=== block 1 ===
Block 1, cell outlines without signal wires:
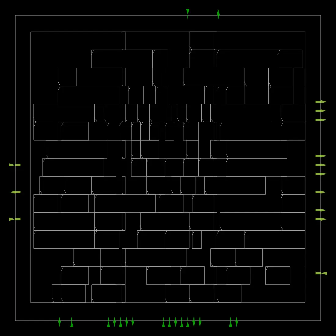

File: src/rtl/initialization_sequencer_pkg.sv
// Shared types and constants for the 8259A command-write sequencer.
package initialization_sequencer_pkg;

    typedef enum logic [2:0] {
        StUninit   = 3'd0,
        StWaitIcw2 = 3'd1,
        StWaitIcw3 = 3'd2,
        StWaitIcw4 = 3'd3,
        StReady    = 3'd4
    } seq_state_e;

    // ICW1 bit positions
    localparam int unsigned Icw1Ic4Bit    = 0;
    localparam int unsigned Icw1SnglBit   = 1;
    localparam int unsigned Icw1MarkerBit = 4;

    // OCW2/OCW3 select bits (A0=0 writes)
    localparam int unsigned OcwD4Bit = 4;
    localparam int unsigned OcwD3Bit = 3;

    typedef enum logic [1:0] {
        CmdOther = 2'd0,
        CmdIcw1  = 2'd1,
        CmdOcw2  = 2'd2,
        CmdOcw3  = 2'd3
    } cmd_class_e;

    typedef struct packed {
        logic icw1;
        logic icw2;
        logic icw3;
        logic icw4;
        logic ocw1;
        logic ocw2;
        logic ocw3;
    } strobes_t;

endpackage

File: src/rtl/initialization_sequencer_if.sv
// CPU write bus in, command-word strobes and status out.
interface initialization_sequencer_if;
    logic       write_enable;
    logic       address_0;
    logic [7:0] internal_data_bus;
    logic       write_initial_command_word_1;
    logic       write_initial_command_word_2;
    logic       write_initial_command_word_3;
    logic       write_initial_command_word_4;
    logic       write_operation_control_word_1;
    logic       write_operation_control_word_2;
    logic       write_operation_control_word_3;
    logic [7:0] command_data;
    logic       initialization_done;
    logic [2:0] sequence_state;

    modport slave (
        input  write_enable, address_0, internal_data_bus,
        output write_initial_command_word_1, write_initial_command_word_2,
               write_initial_command_word_3, write_initial_command_word_4,
               write_operation_control_word_1, write_operation_control_word_2,
               write_operation_control_word_3, command_data, initialization_done,
               sequence_state
    );

    modport master (
        output write_enable, address_0, internal_data_bus,
        input  write_initial_command_word_1, write_initial_command_word_2,
               write_initial_command_word_3, write_initial_command_word_4,
               write_operation_control_word_1, write_operation_control_word_2,
               write_operation_control_word_3, command_data, initialization_done,
               sequence_state
    );
endinterface

File: src/rtl/initialization_sequencer_command_word_decoder.sv
// Combinational classification of a write into ICW1 / OCW2 / OCW3 / other.
module initialization_sequencer_command_word_decoder
    import initialization_sequencer_pkg::*;
(
    input  logic       address_0,
    input  logic [1:0] data_4_3,
    output cmd_class_e cmd_class
);

    always_comb begin
        cmd_class = CmdOther;
        if (!address_0) begin
            if (data_4_3[1]) begin
                cmd_class = CmdIcw1;
            end else if (data_4_3[0]) begin
                cmd_class = CmdOcw3;
            end else begin
                cmd_class = CmdOcw2;
            end
        end
    end

endmodule

File: src/rtl/initialization_sequencer.sv
// 8259A ICW/OCW write sequencer with registered one-cycle strobes.
// INIT_SEQ_CASCADE_EN enables the ICW3 step; otherwise the build is single-chip.
module initialization_sequencer
    import initialization_sequencer_pkg::*;
(
    input logic                        clock,
    input logic                        reset_n,
    initialization_sequencer_if.slave  bus
);

    seq_state_e state_q, state_d;
    logic       single_q, single_d;
    logic       ic4_q, ic4_d;
    strobes_t   strobe_q, strobe_d;
    logic [7:0] command_data_q, command_data_d;
    cmd_class_e cmd_class;

    initialization_sequencer_command_word_decoder command_word_decoder (
        .address_0 (bus.address_0),
        .data_4_3  ({bus.internal_data_bus[OcwD4Bit], bus.internal_data_bus[OcwD3Bit]}),
        .cmd_class (cmd_class)
    );

    always_ff @(posedge clock or negedge reset_n) begin
        if (!reset_n) begin
            state_q        <= StUninit;
            single_q       <= 1'b1;
            ic4_q          <= 1'b0;
            strobe_q       <= '0;
            command_data_q <= 8'h00;
        end else begin
            state_q        <= state_d;
            single_q       <= single_d;
            ic4_q          <= ic4_d;
            strobe_q       <= strobe_d;
            command_data_q <= command_data_d;
        end
    end

    always_comb begin
        state_d  = state_q;
        single_d = single_q;
        ic4_d    = ic4_q;
        if (bus.write_enable) begin
            if (cmd_class == CmdIcw1) begin
                state_d = StWaitIcw2;
`ifdef INIT_SEQ_CASCADE_EN
                single_d = bus.internal_data_bus[Icw1SnglBit];
`else
                single_d = 1'b1;
`endif
                ic4_d = bus.internal_data_bus[Icw1Ic4Bit];
            end else if (bus.address_0) begin
                unique case (state_q)
                    StWaitIcw2: begin
                        if (!single_q)  state_d = StWaitIcw3;
                        else if (ic4_q) state_d = StWaitIcw4;
                        else            state_d = StReady;
                    end
                    StWaitIcw3: state_d = ic4_q ? StWaitIcw4 : StReady;
                    StWaitIcw4: state_d = StReady;
                    default:    state_d = state_q;
                endcase
            end
        end
    end

    always_comb begin
        strobe_d = '0;
        if (bus.write_enable) begin
            if (cmd_class == CmdIcw1) begin
                strobe_d.icw1 = 1'b1;
            end else begin
                unique case (state_q)
                    StWaitIcw2: strobe_d.icw2 = bus.address_0;
                    StWaitIcw3: begin
`ifdef INIT_SEQ_CASCADE_EN
                        strobe_d.icw3 = bus.address_0;
`endif
                    end
                    StWaitIcw4: strobe_d.icw4 = bus.address_0;
                    StReady: begin
                        if (bus.address_0)            strobe_d.ocw1 = 1'b1;
                        else if (cmd_class == CmdOcw2) strobe_d.ocw2 = 1'b1;
                        else if (cmd_class == CmdOcw3) strobe_d.ocw3 = 1'b1;
                    end
                    default: ;
                endcase
            end
        end
        // Only an accepted write (one that raises a strobe) refreshes the byte.
        command_data_d = (|strobe_d) ? bus.internal_data_bus : command_data_q;
    end

    assign bus.write_initial_command_word_1   = strobe_q.icw1;
    assign bus.write_initial_command_word_2   = strobe_q.icw2;
    assign bus.write_initial_command_word_3   = strobe_q.icw3;
    assign bus.write_initial_command_word_4   = strobe_q.icw4;
    assign bus.write_operation_control_word_1 = strobe_q.ocw1;
    assign bus.write_operation_control_word_2 = strobe_q.ocw2;
    assign bus.write_operation_control_word_3 = strobe_q.ocw3;
    assign bus.command_data                   = command_data_q;
    assign bus.initialization_done            = (state_q == StReady);
    assign bus.sequence_state                 = state_q;

endmodule
File: src/flat_wrapper.sv
// flat-port wrapper written by rule: the top's interface ports become plain ports
module initialization_sequencer_flat import initialization_sequencer_pkg::*;
  (clock, reset_n, bus_write_enable, bus_address_0, bus_internal_data_bus, bus_write_initial_command_word_1, bus_write_initial_command_word_2, bus_write_initial_command_word_3, bus_write_initial_command_word_4, bus_write_operation_control_word_1, bus_write_operation_control_word_2, bus_write_operation_control_word_3, bus_command_data, bus_initialization_done, bus_sequence_state);
  initialization_sequencer_if bus_i ();
  input logic clock;
  input logic reset_n;
  input wire logic [$bits(bus_i.write_enable)-1:0] bus_write_enable;
  input wire logic [$bits(bus_i.address_0)-1:0] bus_address_0;
  input wire logic [$bits(bus_i.internal_data_bus)-1:0] bus_internal_data_bus;
  output wire logic [$bits(bus_i.write_initial_command_word_1)-1:0] bus_write_initial_command_word_1;
  output wire logic [$bits(bus_i.write_initial_command_word_2)-1:0] bus_write_initial_command_word_2;
  output wire logic [$bits(bus_i.write_initial_command_word_3)-1:0] bus_write_initial_command_word_3;
  output wire logic [$bits(bus_i.write_initial_command_word_4)-1:0] bus_write_initial_command_word_4;
  output wire logic [$bits(bus_i.write_operation_control_word_1)-1:0] bus_write_operation_control_word_1;
  output wire logic [$bits(bus_i.write_operation_control_word_2)-1:0] bus_write_operation_control_word_2;
  output wire logic [$bits(bus_i.write_operation_control_word_3)-1:0] bus_write_operation_control_word_3;
  output wire logic [$bits(bus_i.command_data)-1:0] bus_command_data;
  output wire logic [$bits(bus_i.initialization_done)-1:0] bus_initialization_done;
  output wire logic [$bits(bus_i.sequence_state)-1:0] bus_sequence_state;
  assign bus_i.write_enable = bus_write_enable;
  assign bus_i.address_0 = bus_address_0;
  assign bus_i.internal_data_bus = bus_internal_data_bus;
  assign bus_write_initial_command_word_1 = bus_i.write_initial_command_word_1;
  assign bus_write_initial_command_word_2 = bus_i.write_initial_command_word_2;
  assign bus_write_initial_command_word_3 = bus_i.write_initial_command_word_3;
  assign bus_write_initial_command_word_4 = bus_i.write_initial_command_word_4;
  assign bus_write_operation_control_word_1 = bus_i.write_operation_control_word_1;
  assign bus_write_operation_control_word_2 = bus_i.write_operation_control_word_2;
  assign bus_write_operation_control_word_3 = bus_i.write_operation_control_word_3;
  assign bus_command_data = bus_i.command_data;
  assign bus_initialization_done = bus_i.initialization_done;
  assign bus_sequence_state = bus_i.sequence_state;
  initialization_sequencer u_core (.clock(clock), .reset_n(reset_n), .bus(bus_i));
endmodule
File: config.mk
export PLATFORM = sky130hd
export DESIGN_NAME = initialization_sequencer_flat
export DESIGN_NICKNAME = d
export VERILOG_FILES = /design/src/rtl/initialization_sequencer_pkg.sv /design/src/rtl/initialization_sequencer_if.sv /design/src/rtl/initialization_sequencer_command_word_decoder.sv /design/src/rtl/initialization_sequencer.sv /design/src/flat_wrapper.sv
export SDC_FILE = /design/constraint.sdc
export NUM_CORES = 1
export LEC_CHECK = 0
export ABC_AREA = 0
export CAP_MARGIN = 20
export CORE_MARGIN = 2
export CORE_UTILIZATION = 44
export CTS_CLUSTER_DIAMETER = 200
export CTS_CLUSTER_SIZE = 10
export DETAILED_ROUTE_END_ITERATION = 10
export PLACE_DENSITY = 0.78
export SYNTH_ARGS = -nofsm -noshare
export SYNTH_HDL_FRONTEND = slang
export SYNTH_HIERARCHICAL = 1
export SYNTH_SLANG_ARGS = --single-unit
File: constraint.sdc
create_clock -name clock -period 2.7 [get_ports clock]
set_input_delay 0.675 -clock clock [delete_from_list [all_inputs] [get_ports clock]]
set_output_delay 0.675 -clock clock [all_outputs]
set_load 0.02 [all_outputs]
=== block 2 ===
<file path="config.mk">
export PLATFORM = sky130hd
export DESIGN_NAME = dcache_ctrl
export DESIGN_NICKNAME = d
export VERILOG_FILES = /design/src/rtl/dcache_ctrl.sv
export SDC_FILE = /design/constraint.sdc
export NUM_CORES = 2
export LEC_CHECK = 0
export CAP_MARGIN = 20
export CORE_UTILIZATION = 40
export DETAILED_ROUTE_END_ITERATION = 10
export PLACE_DENSITY = 0.66
export SYNTH_ARGS = -nofsm -noshare
export SYNTH_HDL_FRONTEND = slang
export SYNTH_SLANG_ARGS = --single-unit
</file>
<file path="constraint.sdc">
create_clock -name clk -period 11.9 [get_ports clk]
set_input_delay 2.38 -clock clk [delete_from_list [all_inputs] [get_ports clk]]
set_output_delay 2.38 -clock clk [all_outputs]
set_load 0.01 [all_outputs]
</file>
<file path="src/rtl/dcache_ctrl.sv">
// dcache_ctrl: direct-mapped, write-back, write-allocate data cache controller.
// Hits complete combinationally in IDLE. Misses optionally write back a dirty
// victim, then refill the line, then return to IDLE where the retried access hits.
module dcache_ctrl #(
  parameter int LINES = 4
) (
  input  logic         clk,
  input  logic         reset,      // asynchronous, active-low
  input  logic [31:0]  addr,
  input  logic [31:0]  wdata,
  input  logic         load,
  input  logic         store,
  input  logic         byte_acc,   // byte access select ("byte" is a reserved word)
  output logic [31:0]  rdata,
  output logic         dhit,
  output logic         mem_req,
  output logic         mem_we,
  output logic [31:0]  mem_addr,
  output logic [127:0] mem_wdata,
  input  logic [127:0] mem_rdata,
  input  logic         mem_ready
);

  localparam int IDX  = $clog2(LINES);
  localparam int TAGW = 28 - IDX;

  typedef enum logic [1:0] {S_IDLE, S_WRITEBACK, S_REFILL} state_t;

  state_t           state_q, state_d;
  logic [LINES-1:0] valid_q, valid_d;
  logic [LINES-1:0] dirty_q, dirty_d;
  logic [TAGW-1:0]  tag_q  [LINES];
  logic [TAGW-1:0]  tag_d  [LINES];
  logic [127:0]     data_q [LINES];
  logic [127:0]     data_d [LINES];

  logic [IDX-1:0]   idx;
  logic [TAGW-1:0]  tag;
  logic             req;
  logic             hit;
  logic             victim_dirty;
  logic [127:0]     line_cur;
  logic [127:0]     line_st;
  logic [31:0]      word_sel;
  logic [7:0]       byte_sel;
  logic             st_we;
  logic             rf_we;

  assign idx          = addr[3+IDX:4];
  assign tag          = addr[31:4+IDX];
  assign req          = load | store;
  assign line_cur     = data_q[idx];
  assign hit          = valid_q[idx] && (tag_q[idx] == tag);
  assign victim_dirty = valid_q[idx] && dirty_q[idx];
  assign word_sel     = line_cur[{addr[3:2], 5'b00000} +: 32];
  assign byte_sel     = line_cur[{addr[3:0], 3'b000} +: 8];

  // Merge the store data into the current line (byte lane or whole word)
  always_comb begin
    line_st = line_cur;
    if (byte_acc) begin
      line_st[{addr[3:0], 3'b000} +: 8] = wdata[7:0];
    end else begin
      line_st[{addr[3:2], 5'b00000} +: 32] = wdata;
    end
  end

  // State register; reset abandons any memory transaction at once
  always_ff @(posedge clk or negedge reset) begin
    if (!reset) begin
      state_q <= S_IDLE;
    end else begin
      state_q <= state_d;
    end
  end

  // Next-state logic
  always_comb begin
    state_d = state_q;
    case (state_q)
      S_IDLE: begin
        if (req && !hit) begin
          state_d = victim_dirty ? S_WRITEBACK : S_REFILL;
        end
      end
      S_WRITEBACK: begin
        if (mem_ready) begin
          state_d = S_REFILL;
        end
      end
      S_REFILL: begin
        if (mem_ready) begin
          state_d = S_IDLE;
        end
      end
      default: state_d = S_IDLE;
    endcase
  end

  // Outputs and line write enables; a load+store pair behaves as a store
  always_comb begin
    dhit      = 1'b0;
    rdata     = '0;
    mem_req   = 1'b0;
    mem_we    = 1'b0;
    mem_addr  = '0;
    mem_wdata = '0;
    st_we     = 1'b0;
    rf_we     = 1'b0;
    case (state_q)
      S_IDLE: begin
        dhit = !req || hit;
        if (req && hit) begin
          if (store) begin
            st_we = 1'b1;
          end else begin
            rdata = byte_acc ? {{24{byte_sel[7]}}, byte_sel} : word_sel;
          end
        end
      end
      S_WRITEBACK: begin
        mem_req   = 1'b1;
        mem_we    = 1'b1;
        mem_addr  = {tag_q[idx], idx, 4'b0000};
        mem_wdata = line_cur;
      end
      S_REFILL: begin
        mem_req  = 1'b1;
        mem_addr = {addr[31:4], 4'b0000};
        rf_we    = mem_ready;
      end
      default: begin
        dhit = 1'b0;
      end
    endcase
  end

  // Next line contents: refill installs a clean line, a store hit dirties it
  always_comb begin
    valid_d = valid_q;
    dirty_d = dirty_q;
    for (int i = 0; i < LINES; i++) begin
      tag_d[i]  = tag_q[i];
      data_d[i] = data_q[i];
    end
    if (rf_we) begin
      valid_d[idx] = 1'b1;
      dirty_d[idx] = 1'b0;
      tag_d[idx]   = tag;
      data_d[idx]  = mem_rdata;
    end else if (st_we) begin
      dirty_d[idx] = 1'b1;
      data_d[idx]  = line_st;
    end
  end

  // Valid and dirty bits are the only line state cleared by reset
  always_ff @(posedge clk or negedge reset) begin
    if (!reset) begin
      valid_q <= '0;
      dirty_q <= '0;
    end else begin
      valid_q <= valid_d;
      dirty_q <= dirty_d;
    end
  end

  // Tag and data storage keeps its contents across reset
  always_ff @(posedge clk) begin
    for (int i = 0; i < LINES; i++) begin
      tag_q[i]  <= tag_d[i];
      data_q[i] <= data_d[i];
    end
  end

endmodule

</file>
=== block 3 ===
--- config.mk ---
export PLATFORM = sky130hd
export DESIGN_NAME = cc_decoder_read_port_flat
export DESIGN_NICKNAME = d
export VERILOG_FILES = /design/src/rtl/cc_decoder_read_port_if.sv /design/src/rtl/cc_decoder_read_port.sv /design/src/flat_wrapper.sv
export SDC_FILE = /design/constraint.sdc
export NUM_CORES = 1
export LEC_CHECK = 0
export CAP_MARGIN = 30
export CORE_AREA = 2 2 521 523
export DETAILED_ROUTE_END_ITERATION = 16
export DIE_AREA = 0 0 523 525
export GPL_TIMING_DRIVEN = 0
export SLEW_MARGIN = 20
export SYNTH_ARGS = -nofsm -noshare
export SYNTH_HDL_FRONTEND = slang
export SYNTH_SLANG_ARGS = --single-unit
--- constraint.sdc ---
create_clock -name CC_DECODER_READ_PORT_CLOCK_50 -period 3.08 [get_ports CC_DECODER_READ_PORT_CLOCK_50]
set_input_delay 0.77 -clock CC_DECODER_READ_PORT_CLOCK_50 [delete_from_list [all_inputs] [get_ports CC_DECODER_READ_PORT_CLOCK_50]]
set_output_delay 0.77 -clock CC_DECODER_READ_PORT_CLOCK_50 [all_outputs]
set_load 0.01 [all_outputs]
--- src/rtl/cc_decoder_read_port_if.sv ---
// Request/response bundle for the register-bank read port: channel words, two
// selections, the write-forward path and the valid/ready handshakes on both sides.
interface cc_decoder_read_port_if #(
  parameter int DATAWIDTH_BUS           = 32,
  parameter int NUM_CHANNELS            = 38,
  parameter int DATAWIDTH_MUX_SELECTION = 6
);
  logic [NUM_CHANNELS*DATAWIDTH_BUS-1:0] CC_DECODER_READ_PORT_DataBUS_In;
  logic [DATAWIDTH_MUX_SELECTION-1:0]    CC_DECODER_READ_PORT_SelA_In;
  logic [DATAWIDTH_MUX_SELECTION-1:0]    CC_DECODER_READ_PORT_SelB_In;
  logic                                  CC_DECODER_READ_PORT_ReqValid_In;
  logic                                  CC_DECODER_READ_PORT_ReqReady_Out;
  logic                                  CC_DECODER_READ_PORT_WrEnable_In;
  logic [DATAWIDTH_MUX_SELECTION-1:0]    CC_DECODER_READ_PORT_WrSel_In;
  logic [DATAWIDTH_BUS-1:0]              CC_DECODER_READ_PORT_WrData_In;
  logic [DATAWIDTH_BUS-1:0]              CC_DECODER_READ_PORT_DataA_Out;
  logic [DATAWIDTH_BUS-1:0]              CC_DECODER_READ_PORT_DataB_Out;
  logic                                  CC_DECODER_READ_PORT_ErrA_Out;
  logic                                  CC_DECODER_READ_PORT_ErrB_Out;
  logic                                  CC_DECODER_READ_PORT_OutValid_Out;
  logic                                  CC_DECODER_READ_PORT_OutReady_In;

  // Requester / consumer side.
  modport master (
    output CC_DECODER_READ_PORT_DataBUS_In, CC_DECODER_READ_PORT_SelA_In,
           CC_DECODER_READ_PORT_SelB_In, CC_DECODER_READ_PORT_ReqValid_In,
           CC_DECODER_READ_PORT_WrEnable_In, CC_DECODER_READ_PORT_WrSel_In,
           CC_DECODER_READ_PORT_WrData_In, CC_DECODER_READ_PORT_OutReady_In,
    input  CC_DECODER_READ_PORT_ReqReady_Out, CC_DECODER_READ_PORT_DataA_Out,
           CC_DECODER_READ_PORT_DataB_Out, CC_DECODER_READ_PORT_ErrA_Out,
           CC_DECODER_READ_PORT_ErrB_Out, CC_DECODER_READ_PORT_OutValid_Out
  );

  // Read-port side.
  modport slave (
    input  CC_DECODER_READ_PORT_DataBUS_In, CC_DECODER_READ_PORT_SelA_In,
           CC_DECODER_READ_PORT_SelB_In, CC_DECODER_READ_PORT_ReqValid_In,
           CC_DECODER_READ_PORT_WrEnable_In, CC_DECODER_READ_PORT_WrSel_In,
           CC_DECODER_READ_PORT_WrData_In, CC_DECODER_READ_PORT_OutReady_In,
    output CC_DECODER_READ_PORT_ReqReady_Out, CC_DECODER_READ_PORT_DataA_Out,
           CC_DECODER_READ_PORT_DataB_Out, CC_DECODER_READ_PORT_ErrA_Out,
           CC_DECODER_READ_PORT_ErrB_Out, CC_DECODER_READ_PORT_OutValid_Out
  );
endinterface

--- src/rtl/cc_decoder_read_port.sv ---
// Registered dual-port channel selector with write forwarding and a single-entry
// valid/ready output stage; replaces the fixed combinational read decoder.
module cc_decoder_read_port #(
  parameter int DATAWIDTH_BUS           = 32,
  parameter int NUM_CHANNELS            = 38,
  parameter int DATAWIDTH_MUX_SELECTION = 6,
  parameter bit ZERO_CHANNEL0           = 1'b0
) (
  input logic                   CC_DECODER_READ_PORT_CLOCK_50,
  input logic                   CC_DECODER_READ_PORT_RESET_InHigh,
  cc_decoder_read_port_if.slave bus
);
  typedef logic [DATAWIDTH_BUS-1:0]           wordType;
  typedef logic [DATAWIDTH_MUX_SELECTION-1:0] selType;
  typedef logic [NUM_CHANNELS*DATAWIDTH_BUS-1:0] busType;

  typedef struct packed {
    wordType word;
    logic    err;
  } readResultType;

  typedef enum logic { EMPTY, FULL } stateType;

  stateType      stateReg, stateNext;
  readResultType resultA, resultB, regA, regB;
  logic          reqReady, accept;

  // Priority: out-of-range, hard-wired zero channel, same-cycle write, bank word.
  function automatic readResultType resolveRead(
    input selType  sel,
    input busType  dataBus,
    input logic    wrEnable,
    input selType  wrSel,
    input wordType wrData
  );
    readResultType res;
    res = '0;
    if (int'(sel) >= NUM_CHANNELS) begin
      res.word = ZERO_CHANNEL0 ? '0 : dataBus[DATAWIDTH_BUS-1:0];
      res.err  = 1'b1;
    end else if (ZERO_CHANNEL0 && (sel == '0)) begin
      res.word = '0;
    end else if (wrEnable && (int'(wrSel) < NUM_CHANNELS) && (wrSel == sel)) begin
      res.word = wrData;
    end else begin
      res.word = dataBus[int'(sel)*DATAWIDTH_BUS +: DATAWIDTH_BUS];
    end
    return res;
  endfunction

  assign resultA = resolveRead(bus.CC_DECODER_READ_PORT_SelA_In,
                               bus.CC_DECODER_READ_PORT_DataBUS_In,
                               bus.CC_DECODER_READ_PORT_WrEnable_In,
                               bus.CC_DECODER_READ_PORT_WrSel_In,
                               bus.CC_DECODER_READ_PORT_WrData_In);
  assign resultB = resolveRead(bus.CC_DECODER_READ_PORT_SelB_In,
                               bus.CC_DECODER_READ_PORT_DataBUS_In,
                               bus.CC_DECODER_READ_PORT_WrEnable_In,
                               bus.CC_DECODER_READ_PORT_WrSel_In,
                               bus.CC_DECODER_READ_PORT_WrData_In);

  // Ready depends only on the stage and the consumer, never on the requester.
  assign reqReady = (stateReg == EMPTY) || bus.CC_DECODER_READ_PORT_OutReady_In;
  assign accept   = bus.CC_DECODER_READ_PORT_ReqValid_In && reqReady;

  // NOTE: every variable gets a default before the case so no path leaves it unassigned and no latch is inferred.
  always_comb begin
    stateNext = stateReg;
    case (stateReg)
      EMPTY:   if (accept) stateNext = FULL;
      FULL: begin
        if (accept)                                    stateNext = FULL;
        else if (bus.CC_DECODER_READ_PORT_OutReady_In) stateNext = EMPTY;
      end
      default: stateNext = EMPTY;
    endcase
  end

  // NOTE: sequential state uses non-blocking assignments so all flops update from pre-edge values.
  // NOTE: the result registers are ordinary flops, not a memory, so they are cleared with the stage.
  always_ff @(posedge CC_DECODER_READ_PORT_CLOCK_50) begin
    if (CC_DECODER_READ_PORT_RESET_InHigh) begin
      stateReg <= EMPTY;
      regA     <= '0;
      regB     <= '0;
    end else begin
      stateReg <= stateNext;
      if (accept) begin
        regA <= resultA;
        regB <= resultB;
      end
    end
  end

  assign bus.CC_DECODER_READ_PORT_ReqReady_Out = reqReady;
  assign bus.CC_DECODER_READ_PORT_OutValid_Out = (stateReg == FULL);
  assign bus.CC_DECODER_READ_PORT_DataA_Out    = regA.word;
  assign bus.CC_DECODER_READ_PORT_DataB_Out    = regB.word;
  assign bus.CC_DECODER_READ_PORT_ErrA_Out     = regA.err;
  assign bus.CC_DECODER_READ_PORT_ErrB_Out     = regB.err;
endmodule

--- src/flat_wrapper.sv ---
// flat-port wrapper written by rule: the top's interface ports become plain ports
module cc_decoder_read_port_flat 
#(
  parameter int DATAWIDTH_BUS           = 32,
  parameter int NUM_CHANNELS            = 38,
  parameter int DATAWIDTH_MUX_SELECTION = 6,
  parameter bit ZERO_CHANNEL0           = 1'b0
)
  (CC_DECODER_READ_PORT_CLOCK_50, CC_DECODER_READ_PORT_RESET_InHigh, bus_CC_DECODER_READ_PORT_DataBUS_In, bus_CC_DECODER_READ_PORT_SelA_In, bus_CC_DECODER_READ_PORT_SelB_In, bus_CC_DECODER_READ_PORT_ReqValid_In, bus_CC_DECODER_READ_PORT_WrEnable_In, bus_CC_DECODER_READ_PORT_WrSel_In, bus_CC_DECODER_READ_PORT_WrData_In, bus_CC_DECODER_READ_PORT_OutReady_In, bus_CC_DECODER_READ_PORT_ReqReady_Out, bus_CC_DECODER_READ_PORT_DataA_Out, bus_CC_DECODER_READ_PORT_DataB_Out, bus_CC_DECODER_READ_PORT_ErrA_Out, bus_CC_DECODER_READ_PORT_ErrB_Out, bus_CC_DECODER_READ_PORT_OutValid_Out);
  cc_decoder_read_port_if #(.DATAWIDTH_BUS(DATAWIDTH_BUS), .NUM_CHANNELS(NUM_CHANNELS), .DATAWIDTH_MUX_SELECTION(DATAWIDTH_MUX_SELECTION)) bus_i ();
  input logic CC_DECODER_READ_PORT_CLOCK_50;
  input logic CC_DECODER_READ_PORT_RESET_InHigh;
  input wire logic [$bits(bus_i.CC_DECODER_READ_PORT_DataBUS_In)-1:0] bus_CC_DECODER_READ_PORT_DataBUS_In;
  input wire logic [$bits(bus_i.CC_DECODER_READ_PORT_SelA_In)-1:0] bus_CC_DECODER_READ_PORT_SelA_In;
  input wire logic [$bits(bus_i.CC_DECODER_READ_PORT_SelB_In)-1:0] bus_CC_DECODER_READ_PORT_SelB_In;
  input wire logic [$bits(bus_i.CC_DECODER_READ_PORT_ReqValid_In)-1:0] bus_CC_DECODER_READ_PORT_ReqValid_In;
  input wire logic [$bits(bus_i.CC_DECODER_READ_PORT_WrEnable_In)-1:0] bus_CC_DECODER_READ_PORT_WrEnable_In;
  input wire logic [$bits(bus_i.CC_DECODER_READ_PORT_WrSel_In)-1:0] bus_CC_DECODER_READ_PORT_WrSel_In;
  input wire logic [$bits(bus_i.CC_DECODER_READ_PORT_WrData_In)-1:0] bus_CC_DECODER_READ_PORT_WrData_In;
  input wire logic [$bits(bus_i.CC_DECODER_READ_PORT_OutReady_In)-1:0] bus_CC_DECODER_READ_PORT_OutReady_In;
  output wire logic [$bits(bus_i.CC_DECODER_READ_PORT_ReqReady_Out)-1:0] bus_CC_DECODER_READ_PORT_ReqReady_Out;
  output wire logic [$bits(bus_i.CC_DECODER_READ_PORT_DataA_Out)-1:0] bus_CC_DECODER_READ_PORT_DataA_Out;
  output wire logic [$bits(bus_i.CC_DECODER_READ_PORT_DataB_Out)-1:0] bus_CC_DECODER_READ_PORT_DataB_Out;
  output wire logic [$bits(bus_i.CC_DECODER_READ_PORT_ErrA_Out)-1:0] bus_CC_DECODER_READ_PORT_ErrA_Out;
  output wire logic [$bits(bus_i.CC_DECODER_READ_PORT_ErrB_Out)-1:0] bus_CC_DECODER_READ_PORT_ErrB_Out;
  output wire logic [$bits(bus_i.CC_DECODER_READ_PORT_OutValid_Out)-1:0] bus_CC_DECODER_READ_PORT_OutValid_Out;
  assign bus_i.CC_DECODER_READ_PORT_DataBUS_In = bus_CC_DECODER_READ_PORT_DataBUS_In;
  assign bus_i.CC_DECODER_READ_PORT_SelA_In = bus_CC_DECODER_READ_PORT_SelA_In;
  assign bus_i.CC_DECODER_READ_PORT_SelB_In = bus_CC_DECODER_READ_PORT_SelB_In;
  assign bus_i.CC_DECODER_READ_PORT_ReqValid_In = bus_CC_DECODER_READ_PORT_ReqValid_In;
  assign bus_i.CC_DECODER_READ_PORT_WrEnable_In = bus_CC_DECODER_READ_PORT_WrEnable_In;
  assign bus_i.CC_DECODER_READ_PORT_WrSel_In = bus_CC_DECODER_READ_PORT_WrSel_In;
  assign bus_i.CC_DECODER_READ_PORT_WrData_In = bus_CC_DECODER_READ_PORT_WrData_In;
  assign bus_i.CC_DECODER_READ_PORT_OutReady_In = bus_CC_DECODER_READ_PORT_OutReady_In;
  assign bus_CC_DECODER_READ_PORT_ReqReady_Out = bus_i.CC_DECODER_READ_PORT_ReqReady_Out;
  assign bus_CC_DECODER_READ_PORT_DataA_Out = bus_i.CC_DECODER_READ_PORT_DataA_Out;
  assign bus_CC_DECODER_READ_PORT_DataB_Out = bus_i.CC_DECODER_READ_PORT_DataB_Out;
  assign bus_CC_DECODER_READ_PORT_ErrA_Out = bus_i.CC_DECODER_READ_PORT_ErrA_Out;
  assign bus_CC_DECODER_READ_PORT_ErrB_Out = bus_i.CC_DECODER_READ_PORT_ErrB_Out;
  assign bus_CC_DECODER_READ_PORT_OutValid_Out = bus_i.CC_DECODER_READ_PORT_OutValid_Out;
  cc_decoder_read_port #(.DATAWIDTH_BUS(DATAWIDTH_BUS), .NUM_CHANNELS(NUM_CHANNELS), .DATAWIDTH_MUX_SELECTION(DATAWIDTH_MUX_SELECTION), .ZERO_CHANNEL0(ZERO_CHANNEL0)) u_core (.CC_DECODER_READ_PORT_CLOCK_50(CC_DECODER_READ_PORT_CLOCK_50), .CC_DECODER_READ_PORT_RESET_InHigh(CC_DECODER_READ_PORT_RESET_InHigh), .bus(bus_i));
endmodule
=== block 4 ===
==> src/rtl/imem_access_arbiter.sv <==
// Arbitrates one single-port, synchronous-read instruction memory between the
// fetch unit (read-only) and the loader/debug port (read/write).
module imem_access_arbiter #(
    parameter int DEPTH        = 1024,
    parameter int AW           = 10,
    parameter int STARVE_LIMIT = 4
) (
    input  logic          clk,
    input  logic          rst,
    input  logic          f_req,
    input  logic [31:0]   f_addr,
    output logic          f_gnt,
    output logic          f_rvalid,
    output logic [31:0]   f_rdata,
    output logic          f_err,
    input  logic          l_req,
    input  logic          l_we,
    input  logic [31:0]   l_addr,
    input  logic [31:0]   l_wdata,
    input  logic          l_lock,
    output logic          l_gnt,
    output logic          l_rvalid,
    output logic [31:0]   l_rdata,
    output logic          l_err,
    output logic          mem_en,
    output logic          mem_we,
    output logic [AW-1:0] mem_addr,
    output logic [31:0]   mem_wdata,
    input  logic [31:0]   mem_rdata
);

    typedef enum logic [1:0] {
        OWN_NONE   = 2'd0,
        OWN_FETCH  = 2'd1,
        OWN_LOADER = 2'd2
    } owner_t;

    logic [3:0] starve_cnt;
    owner_t     rsp_owner;
    logic       rsp_err;
    logic       rsp_write;
    logic       f_fault;
    logic       l_fault;
    logic       starved;

    // Misaligned or beyond the array: granted, but never touches memory.
    function automatic logic addr_fault(input logic [31:0] a);
        return (a[1:0] != 2'b00) || ({2'b00, a[31:2]} >= 32'(DEPTH));
    endfunction

    assign f_fault = addr_fault(f_addr);
    assign l_fault = addr_fault(l_addr);
    assign starved = (starve_cnt == 4'(STARVE_LIMIT));

    always_comb begin
        f_gnt = 1'b0;
        l_gnt = 1'b0;
        if (rst) begin
            if (l_lock) begin
                l_gnt = l_req;
            end else if (starved && f_req) begin
                f_gnt = 1'b1;
            end else if (l_req) begin
                l_gnt = 1'b1;
            end else begin
                f_gnt = f_req;
            end
        end
    end

    always_comb begin
        mem_en    = 1'b0;
        mem_we    = 1'b0;
        mem_addr  = f_addr[AW+1:2];
        mem_wdata = l_wdata;
        if (l_gnt) begin
            mem_addr = l_addr[AW+1:2];
            mem_en   = !l_fault;
            mem_we   = l_we && !l_fault;
        end else if (f_gnt) begin
            mem_en = !f_fault;
        end
    end

    // Fetch waits while the loader is served; after STARVE_LIMIT such cycles it
    // takes one slot. Loader-only mode keeps the count parked at zero.
    always_ff @(posedge clk) begin
        if (!rst) begin
            starve_cnt <= '0;
            rsp_owner  <= OWN_NONE;
            rsp_err    <= 1'b0;
            rsp_write  <= 1'b0;
        end else begin
            if (l_lock || !f_req || f_gnt) begin
                starve_cnt <= '0;
            end else if (!starved) begin
                starve_cnt <= starve_cnt + 4'd1;
            end

            if (l_gnt) begin
                rsp_owner <= OWN_LOADER;
                rsp_err   <= l_fault;
                rsp_write <= l_we;
            end else if (f_gnt) begin
                rsp_owner <= OWN_FETCH;
                rsp_err   <= f_fault;
                rsp_write <= 1'b0;
            end else begin
                rsp_owner <= OWN_NONE;
                rsp_err   <= 1'b0;
                rsp_write <= 1'b0;
            end
        end
    end

    // Faults and writes return zero data instead of whatever the array drives.
    assign f_rvalid = (rsp_owner == OWN_FETCH);
    assign f_err    = f_rvalid && rsp_err;
    assign f_rdata  = (f_rvalid && !rsp_err) ? mem_rdata : 32'h0;
    assign l_rvalid = (rsp_owner == OWN_LOADER);
    assign l_err    = l_rvalid && rsp_err;
    assign l_rdata  = (l_rvalid && !rsp_err && !rsp_write) ? mem_rdata : 32'h0;

endmodule

==> config.mk <==
export PLATFORM = sky130hd
export DESIGN_NAME = imem_access_arbiter
export DESIGN_NICKNAME = d
export VERILOG_FILES = /design/src/rtl/imem_access_arbiter.sv
export SDC_FILE = /design/constraint.sdc
export NUM_CORES = 1
export LEC_CHECK = 0
export ABC_CLOCK_PERIOD_IN_PS = 4800
export CAP_MARGIN = 20
export CELL_PAD_IN_SITES_DETAIL_PLACEMENT = 0
export CELL_PAD_IN_SITES_GLOBAL_PLACEMENT = 1
export CORE_ASPECT_RATIO = 1.1
export CORE_MARGIN = 2
export CORE_UTILIZATION = 12
export CTS_CLUSTER_SIZE = 16
export DETAILED_ROUTE_END_ITERATION = 6
export PLACE_DENSITY_LB_ADDON = 0.1
export SLEW_MARGIN = 20
export SYNTH_ARGS = -nofsm -noshare
export SYNTH_HDL_FRONTEND = slang
export SYNTH_SLANG_ARGS = --single-unit
==> constraint.sdc <==
create_clock -name clk -period 4.8 [get_ports clk]
set_clock_uncertainty 0.2 [all_clocks]
set_input_delay 1.44 -clock clk [delete_from_list [all_inputs] [get_ports clk]]
set_output_delay 1.44 -clock clk [all_outputs]
set_load 0.005 [all_outputs]
Block 4, metal layers overlaid:
(3 px per um) Two of the layers only.
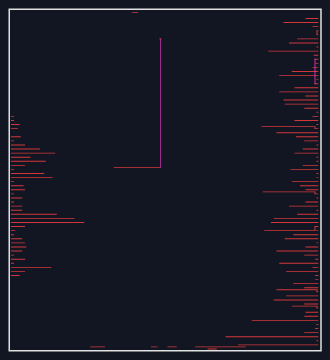
| color | layer | wire length |
|---|---|---|
| magenta | M4 | 51.0 um |
| red | M3 | 802 um |
via count: 1723
WL per Instance: 11.4 um

Block 4, supply network:
(3 px per um) Pins as bars on the die edge.
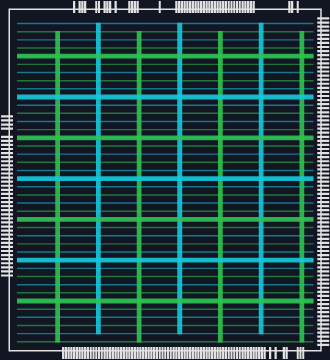
| color | net |
|---|---|
| green | VSS |
| cyan | VDD |
met5 straps: 7
rows: 39
signal pins: 248
met1 rails: 40
core area: 10500 um2
Die Span X: 103 um

==> results_slide.txt, block 4 <==
Synthesis and Place & Route Summary

Clocking
  • Clock tree buffer depth: 2
  • CTS resizes: 6

Logic synthesis
  • Most common cell in the netlist: and2_1
  • Simple Share, Synth: 57.8%
  • Seq share, synth: 12.3%
  • Distinct lib cells: 28
  • Post-synthesis async set-or-reset flop share: 0%
  • Post-Syn Nets: 326
  • #FFs+latches synth: 8

Critical path
  • Critical Path Slowest Stage Cell: or4_4
  • Crit-path leading delay family: simple AND/OR/NAND/NOR gates
  • Crit Reg-Reg Endpoint: rsp_write
  • Crit path to: mem_en
  • Critical Path Max Stage Delay: between 0.5 and 0.6 ns
  • Register-to-Register Path Depth: 7
  • Crit-path max FO: 3
  • R2r setup slk: 3.15 ns
  • Worst-path cell chain: clkdlybuf4s50_1, or4_4, nor4_4, a22o_1, clkdlybuf4s15_1

Drt
  • Post-route ant nets: 0
  • Vias per inst: 3.53
  • DRC viols: 0

GRT
  • GR met1 Demand/Resource: 9.47%
  • Initial antenna violation count: 0
  • Layer with the highest usage: met2

Layout
  • Post-Layout Cell Count: 488
  • Final Instance Area: 3260 um2
  • Fill cell count: 1108

Place
  • Inst Count DP: 483
  • Dpl hpwl: 4.85 mm
  • Cell Area, Placed: roughly 3100 um2

Timing
  • Hold Slack: approximately 0.27 ns
  • Finish-stage setup viols: 0
  • Slew margin rel.: 81.4%
  • Tightest Pin Transition: 0.277 ns

Pwr
  • Top Consumer: combinational logic
  • Flop+latch power: 0.0702 mW
  • Register share of total power: 18.8%

Min path
  • Hold wc startpoint: starve_cnt[0]
  • Hold WC Path Type: flop to flop

Outcome
  • Outcome: complete, no violations
-- block 4: cell usage in the layout, fill, tap and decap left out --
master and count:
nor2_1 4, nor4_2 5, o22ai_1 1, nor2b_4 1, nand2b_4 1, o21a_1 1
clkbuf_16 3, and3_1 1, nor4_4 2, and2_1 68, nor3_1 1, a21oi_1 1
clkdlybuf4s50_1 170, buf_4 7, nor4_1 3, nand4_1 2, nand3_1 1, and2b_1 2
a22o_1 1, xnor2_1 1, inv_1 6, or4_4 2, o311ai_4 1, nand2b_1 1
buf_6 2, nand2_1 32, ha_1 2, nor3b_2 1, clkdlybuf4s15_1 2, dlymetal6s2s_1 11
dfxtp_1 8, inv_2 1
-- block 4: state kept, by name, indices dropped and copies added (netlist names) --
signal	cells
rsp_err	1
rsp_owner	2
rsp_write	1
starve_cnt	4
-- block 4: layout make-up --
cell class	instances	area (um2)	share of cell area (%)
repair buffers	192	1930	59.3
multi-input cells	135	885	27.1
well taps	143	179	5.49
flip-flops and latches	8	160	4.91
clock buffers	3	75.1	2.30
inverters	7	26.3	0.806
-- block 4: per-layer routing --
layer / routed length [um] / vias to the layer above
li1: - / 883
met1: 2120 / 706
met2: 2590 / 130
met3: 801 / 4
met4: 51 / 0
met5: 0 / -
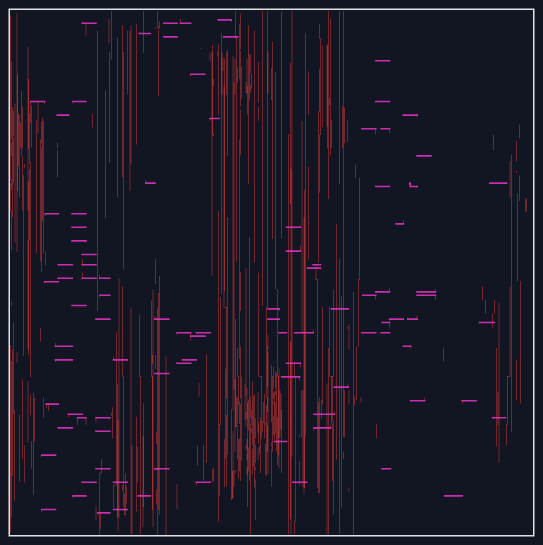
Block 3: metal layers overlaid
(1 px per um) Two of the layers only.
| color | layer | wire length |
|---|---|---|
| magenta | M5 | 1260 um |
| red | M4 | 27.8 mm |
WL per Instance: 55.9 um
via count: 33500
All-Layer GR Usage: 28.6%

==> results_slide.txt, block 3 <==
Synthesis and Place & Route Summary

GRT
  • Met3 GRT Util: 11.7%
  • Total gr overflow: 0

Logic synthesis
  • Post-Syn Nets: 3380
  • Cell area leaders: mux4_2, mux2i_1, dfxtp_1

Critical path
  • Worst-path cell chain: buf_6, buf_12, buf_6, clkbuf_2, buf_6, mux4_2, mux2i_4, o22ai_1, o221ai_2, a21oi_1
  • R2r setup slk: 0.52 ns

Drt
  • DRT iter0 DRCs: 3960
  • First-pass iteration count of the detailed router: 6
  • Met1 Routed Length: between 150 and 200 mm

Outcome
  • Outcome: finished with violations
  • Failing checks: negative setup slack

Clocking
  • Root Buffer: clkbuf_16
  • H-tree levels: 3
  • Hold buffer count at cts: 0

Floorplanning
  • Die area: 275000 um2
  • Core Util at FP: slightly below 9%

Timing
  • Setup WS post-layout: -0.148 ns
  • Finish-stage setup viols: 17

Min path
  • Hold-critical path depth: 2

Layout
  • Final Util: approximately 17%
  • Most frequent cells in the layout: clkdlybuf4s50_1, mux4_2, nand2_1

Pwr
  • Gate power share: 80.4%
  • Sw Ratio: slightly below 50%

Place
  • Pre-CTS WS: -3.02 ns
block 3: power groups by stage:
stage / registers (mW) / logic (mW) / clock network, mW
6_report: 0.956 / 8.59 / 1.14
5_1_grt: 0.960 / 8.65 / 1.17
4_1_cts: 0.955 / 8.46 / 1.15
3_5_place_dp: 0.975 / 7.95 / 0
3_3_place_gp: 0.973 / 7.73 / 0
2_1_floorplan: 0.989 / 2.67 / 0
block 3: area by class of cell:
class / count / share of cell area (%)
multi-input cells: 1747 / 47.1
flip-flops and latches: 67 / 2.89
clock buffers: 13 / 0.582
inverters: 20 / 0.186
diodes: 153 / 0.825
well taps: 3570 / 9.62
plain buffers: 271 / 5.98
clock inverters: 2 / 0.0216
repair buffers: 1460 / 32.8
block 3: flip-flops by register name, summed over array words and instances (netlist names):
name                                          flops
u_core.bus.CC_DECODER_READ_PORT_DataA_Out        32
u_core.bus.CC_DECODER_READ_PORT_DataB_Out        32
u_core.bus.CC_DECODER_READ_PORT_ErrA_Out          1
u_core.bus.CC_DECODER_READ_PORT_ErrB_Out          1
u_core.bus.CC_DECODER_READ_PORT_OutValid_Out      1
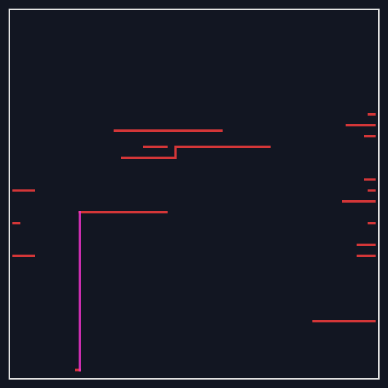
Block 1: metal layers overlaid
(8 px per um) Two of the layers only.
| color | layer | wire length |
|---|---|---|
| red | M3 | 76.1 um |
| magenta | M4 | 19.7 um |
via count: 611
All-Layer GR Usage: 16.0%

Block 1, supply network:
(8 px per um) Pins as bars on the die edge.
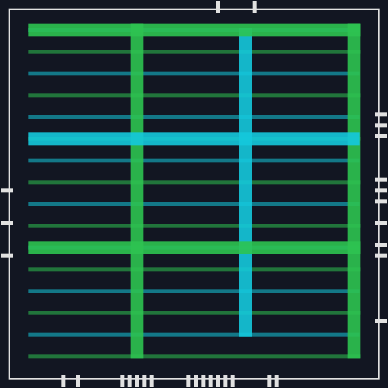
| color | net |
|---|---|
| green | VSS |
| cyan | VDD |
met1 rails: 16
signal pins: 31
met5 straps: 3
Die Span X: 46.0 um
VDD IR max: 0.000496 V
die span in y: 46.0 um
core area: 1690 um2

## Picture notes: 'cell outlines without signal wires' of block 1
tapcell count: 17
Seq area share: 40.9%

==> results_slide.txt, block 1 <==
Synthesis and Place & Route Summary

Layout
  • Clock buffer cells: 3
  • ClkCell Share: 2.04%
  • Flop Count: 18
  • Comb area: 307 um2
  • Most frequent cells in the layout: clkdlybuf4s50_1, dfrtp_1, nor2_1, mux2_2, nand2_1
  • Signal buf overhead: 27.0%
  • Post-Layout Cell Count: 113
  • # diodes: 0
  • Final Util: 65.3%

GRT
  • Largest net degree at the start of global routing: 19
  • Total gr overflow: 0
  • Vias in the first global route: between 500 and 600

Clocking
  • Hold buffer count at cts: 0
  • CTS Buf Count: 3
  • CTS tree: built
  • CTS resizes: 0

Floorplanning
  • Std cell rows: 15

Drt
  • First-pass iteration count of the detailed router: 4
  • DRC viols: 0
  • DRT iter0 DRCs: 4
  • WL per Instance: 13.0 um

Logic synthesis
  • Post-Synth Adder-Cell Area: 0%
  • Yosys stat cell total: 66
  • Distinct lib cells: 24
  • #FFs+latches synth: 18
  • Seq share, synth: 58.0%

Pwr
  • Sw Ratio: a little under two fifths
  • Clk. pwr: 0.122 mW
  • P_comb: between 0.4 and 0.5 mW
  • Flop+latch power: approximately 0.44 mW

Critical path
  • CP Data Required Time: ~2.0 ns
  • Critical Path Start Type: flop
  • Register-to-Register Path Depth: 5
  • Worst reg2reg path startpoint: u_core/bus.sequence_state[0]

Min path
  • Hold-critical path depth: 1
  • Hold wc startpoint: u_core/bus.command_data[0]
  • Hold endpoint: u_core/bus.command_data[0]
  • Hold WC Path Type: flop to flop

Timing
  • Crit path time final: 2.45 ns
  • Final Hold Viols: 0
  • Setup TNS: 0 ns

Flow run
  • Tool warning count: 26

Outcome
  • Outcome: complete, no violations

Place
  • Dpl hpwl: 1.20 mm
-- block 1: critical path, stage by stage, from the launching register on --
cell	delay (ns)
dfrtp_1	0.49
nor2_1	0.21
and2_1	0.18
clkdlybuf4s50_1	0.61
-- block 1: synthesized netlist by cell type, drive strengths merged --
library cell	count
dfrtp	18
mux2	9
nor2	7
nand2	5
and2	4
a21oi	3
nor2b	3
buf	2
o21ai	2
a211oi	1
a21o	1
clkbuf	1
conb	1
inv	1
nand3b	1
nand4b	1
nor3	1
nor4	1
o21ba	1
o21bai	1
o22ai	1
o31a	1
-- block 1: layer usage --
metal  global-route usage (%)  part of all wire, %  vias up
met3                     4.76                  5.2        2
met4                     8.57                  1.3        0
met5                        0                    0        -
met1                     18.8                   40      305
li1                         -                    -      282
met2                     25.8                   54       22
-- block 1: registers in the layout, summed over array words and instances, names as in the netlist --
register / count
u_core/bus.command_data: 8
u_core/bus.sequence_state: 3
u_core/bus.write_initial_command_word_1: 1
u_core/bus.write_initial_command_word_2: 1
u_core/bus.write_initial_command_word_4: 1
u_core/bus.write_operation_control_word_1: 1
u_core/bus.write_operation_control_word_2: 1
u_core/bus.write_operation_control_word_3: 1
u_core/ic4_q: 1
Block 2, metal layers overlaid:
(1 px per um) Two of the layers only.
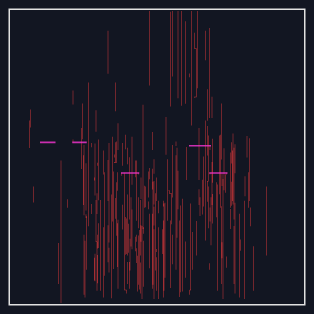
| color | layer | wire length |
|---|---|---|
| red | M4 | 8740 um |
| magenta | M5 | 80.0 um |
WL per Instance: 32.4 um
All-Layer GR Usage: 30.6%
final wirelength: 135 mm

==> results_slide.txt, block 2 <==
Synthesis and Place & Route Summary

GRT
  • GR met1 Demand/Resource: 40.1%
  • Vias in the first global route: 25700
  • Layer with the highest usage: met2
  • Met3 GRT Util: 9.71%

Clocking
  • CTS Buf Count: ~67
  • Clk latency late pin: 0.63 ns

Flow run
  • Tool warning count: slightly below 50
  • Max-cap violation count: 0

Critical path
  • R2r setup slk: 7.55 ns
  • CP Class: input port to output port
  • Crit-path leading delay family: buffers and inverters
  • CP Data Required Time: 9.52 ns

Place
  • Dpl hpwl: 87.7 mm
  • Number of port buffers: 388

Timing
  • Finish-stage setup viols: 0
  • Setup TNS: 0 ns
  • Slew margin rel.: 16.2%
  • Setup WS post-layout: 2.45 ns
  • Max-slew violations: 0

Layout
  • Share of cells above drive strength 1: a little over an eighth
  • Area Overhead vs Synth: 20.7%
  • Most numerous logic cell after layout: edfxtp_1

Floorplanning
  • Die span in y: 294 um

Logic synthesis
  • Most common cell in the netlist: edfxtp_1
  • Seq share, synth: 55.0%
  • Aoi share: about a tenth
  • #FFs+latches synth: 626
  • Yosys stat cell total: 2720

Pwr
  • Clk. pwr: 2.14 mW
  • VDD IR max: 0.0000912 V

Outcome
  • Outcome: complete, no violations
[block 2: per-stage QoR]
stage | instances | util (%) | hold WS [ns]
2_1_floorplan | 2723 | - | 0.431
3_3_place_gp | 4031 | 46.2 | 0.446
3_5_place_dp | 4035 | 46.3 | 0.445
4_1_cts | 4156 | 49.0 | 0.467
5_1_grt | 4164 | 49.0 | 0.505
6_report | 4167 | 49.0 | 0.467
[block 2: area by class of cell]
cell class	count	area, um2	share of cell area [%]
flip-flops and latches	626	18700	45.6
multi-input cells	1823	14300	34.8
repair buffers	434	4360	10.6
clock buffers	77	1740	4.22
well taps	1134	1420	3.45
clock inverters	44	469	1.14
inverters	18	67.6	0.164
diodes	11	27.5	0.0669
[block 2: path summary, 6_finish.rpt]
kind | startpoint | end | cells past startpoint
min in group asynchronous | reset | valid_q[1] | 1
hold reg to reg | valid_q[0] | valid_q[0] | 1
setup reg to reg | tag_q[3][17] | data_q[1][113] | 8
max in group asynchronous | reset | state_q[1] | 1
setup / recovery | addr[4] | rdata[6] | 9
hold / removal | valid_q[0] | valid_q[0] | 1
[block 2: registers in the layout, summed over array words and instances (netlist names), named ones only]
name	count
state_q	2
data_q	512
tag_q	104
valid_q	4

==> notes/layouts.md <==
Pictures saved along the way, in no particular order.

Cell classes on the final placement.
picture 1
(2 px per um) Fill, decap, tap and diode cells in gray.
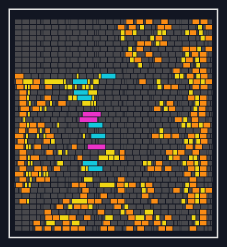
picture 2
(6 px per um) Fill, decap, tap and diode cells in gray.
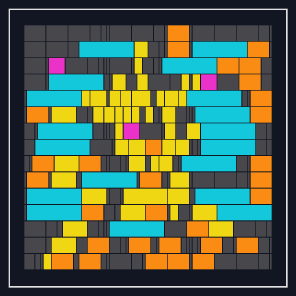
picture 3
(1 px per um) Fill, decap, tap and diode cells in gray.
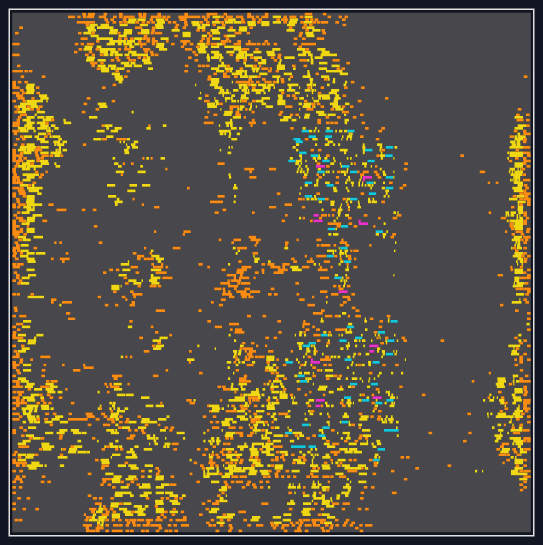
picture 4
(1 px per um) Fill, decap, tap and diode cells in gray.
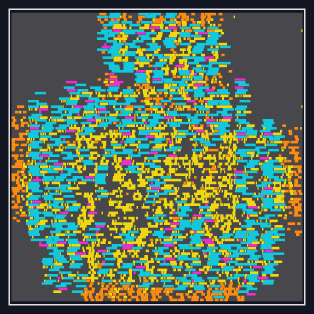
| from | picture |
|---|---|
| block 3 | picture 3 |
| block 2 | picture 4 |
| block 1 | picture 2 |
| block 4 | picture 1 |
The one with the fewest cells is picture 2.

Key to picture 1:
| color | class | cells |
|---|---|---|
| magenta | clock-net drivers | 3 |
| orange | remaining buffers and delay cells | 192 |
| yellow | remaining logic cells | 142 |
| cyan | sequential cells | 8 |



## Gallery

Clock wires, drivers and flops.
panel A
(4 px per um)
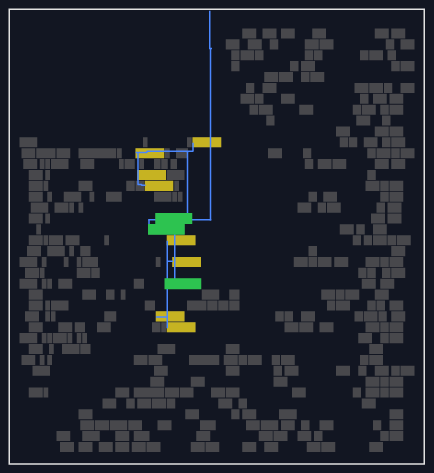
panel B
(1 px per um)
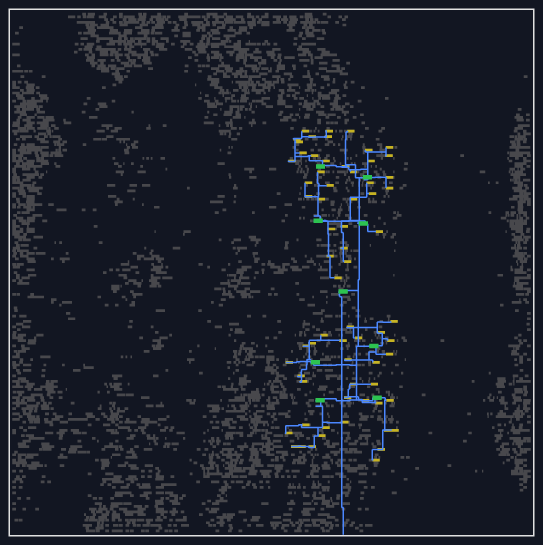
panel C
(12 px per um)
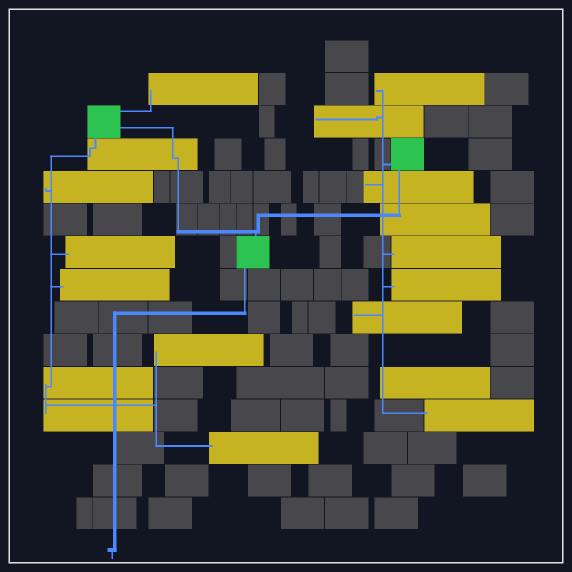
panel D
(2 px per um)
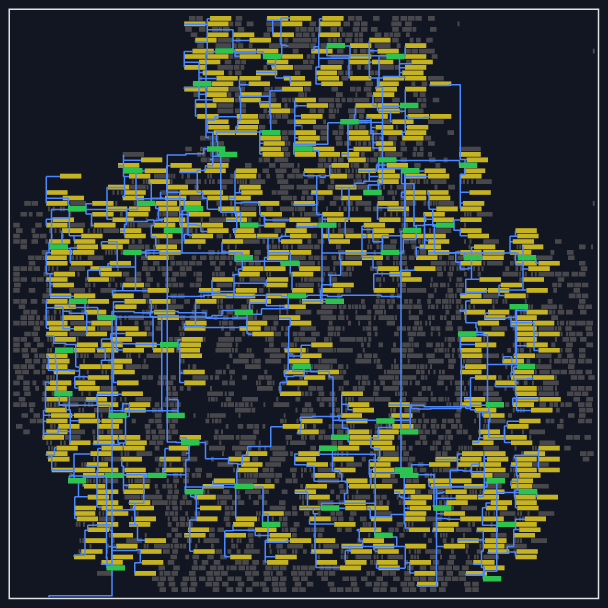
- smallest die: panel C
- fewest sequential cells: panel A
| from | picture |
|---|---|
| block 2 | panel D |
| block 3 | panel B |
| block 1 | panel C |
| block 4 | panel A |


==> gallery <==
Cell outlines without signal wires.
image #1
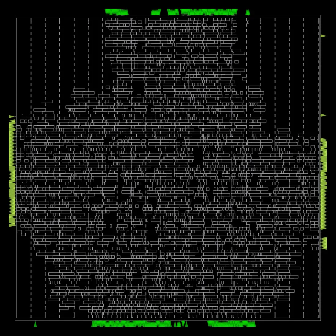
image #2
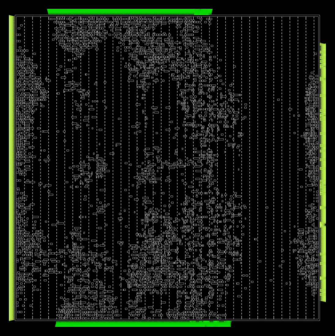
image #3
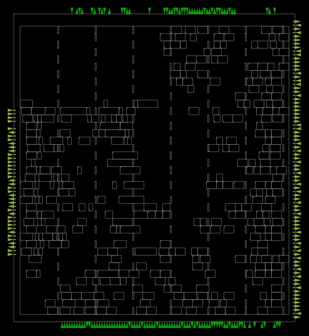
block 4 -> image #3
block 3 -> image #2
block 2 -> image #1
Of these, fewest cells: image #3
Of these, most sequential cells: image #1

Power and IR drop assume default switching activity.
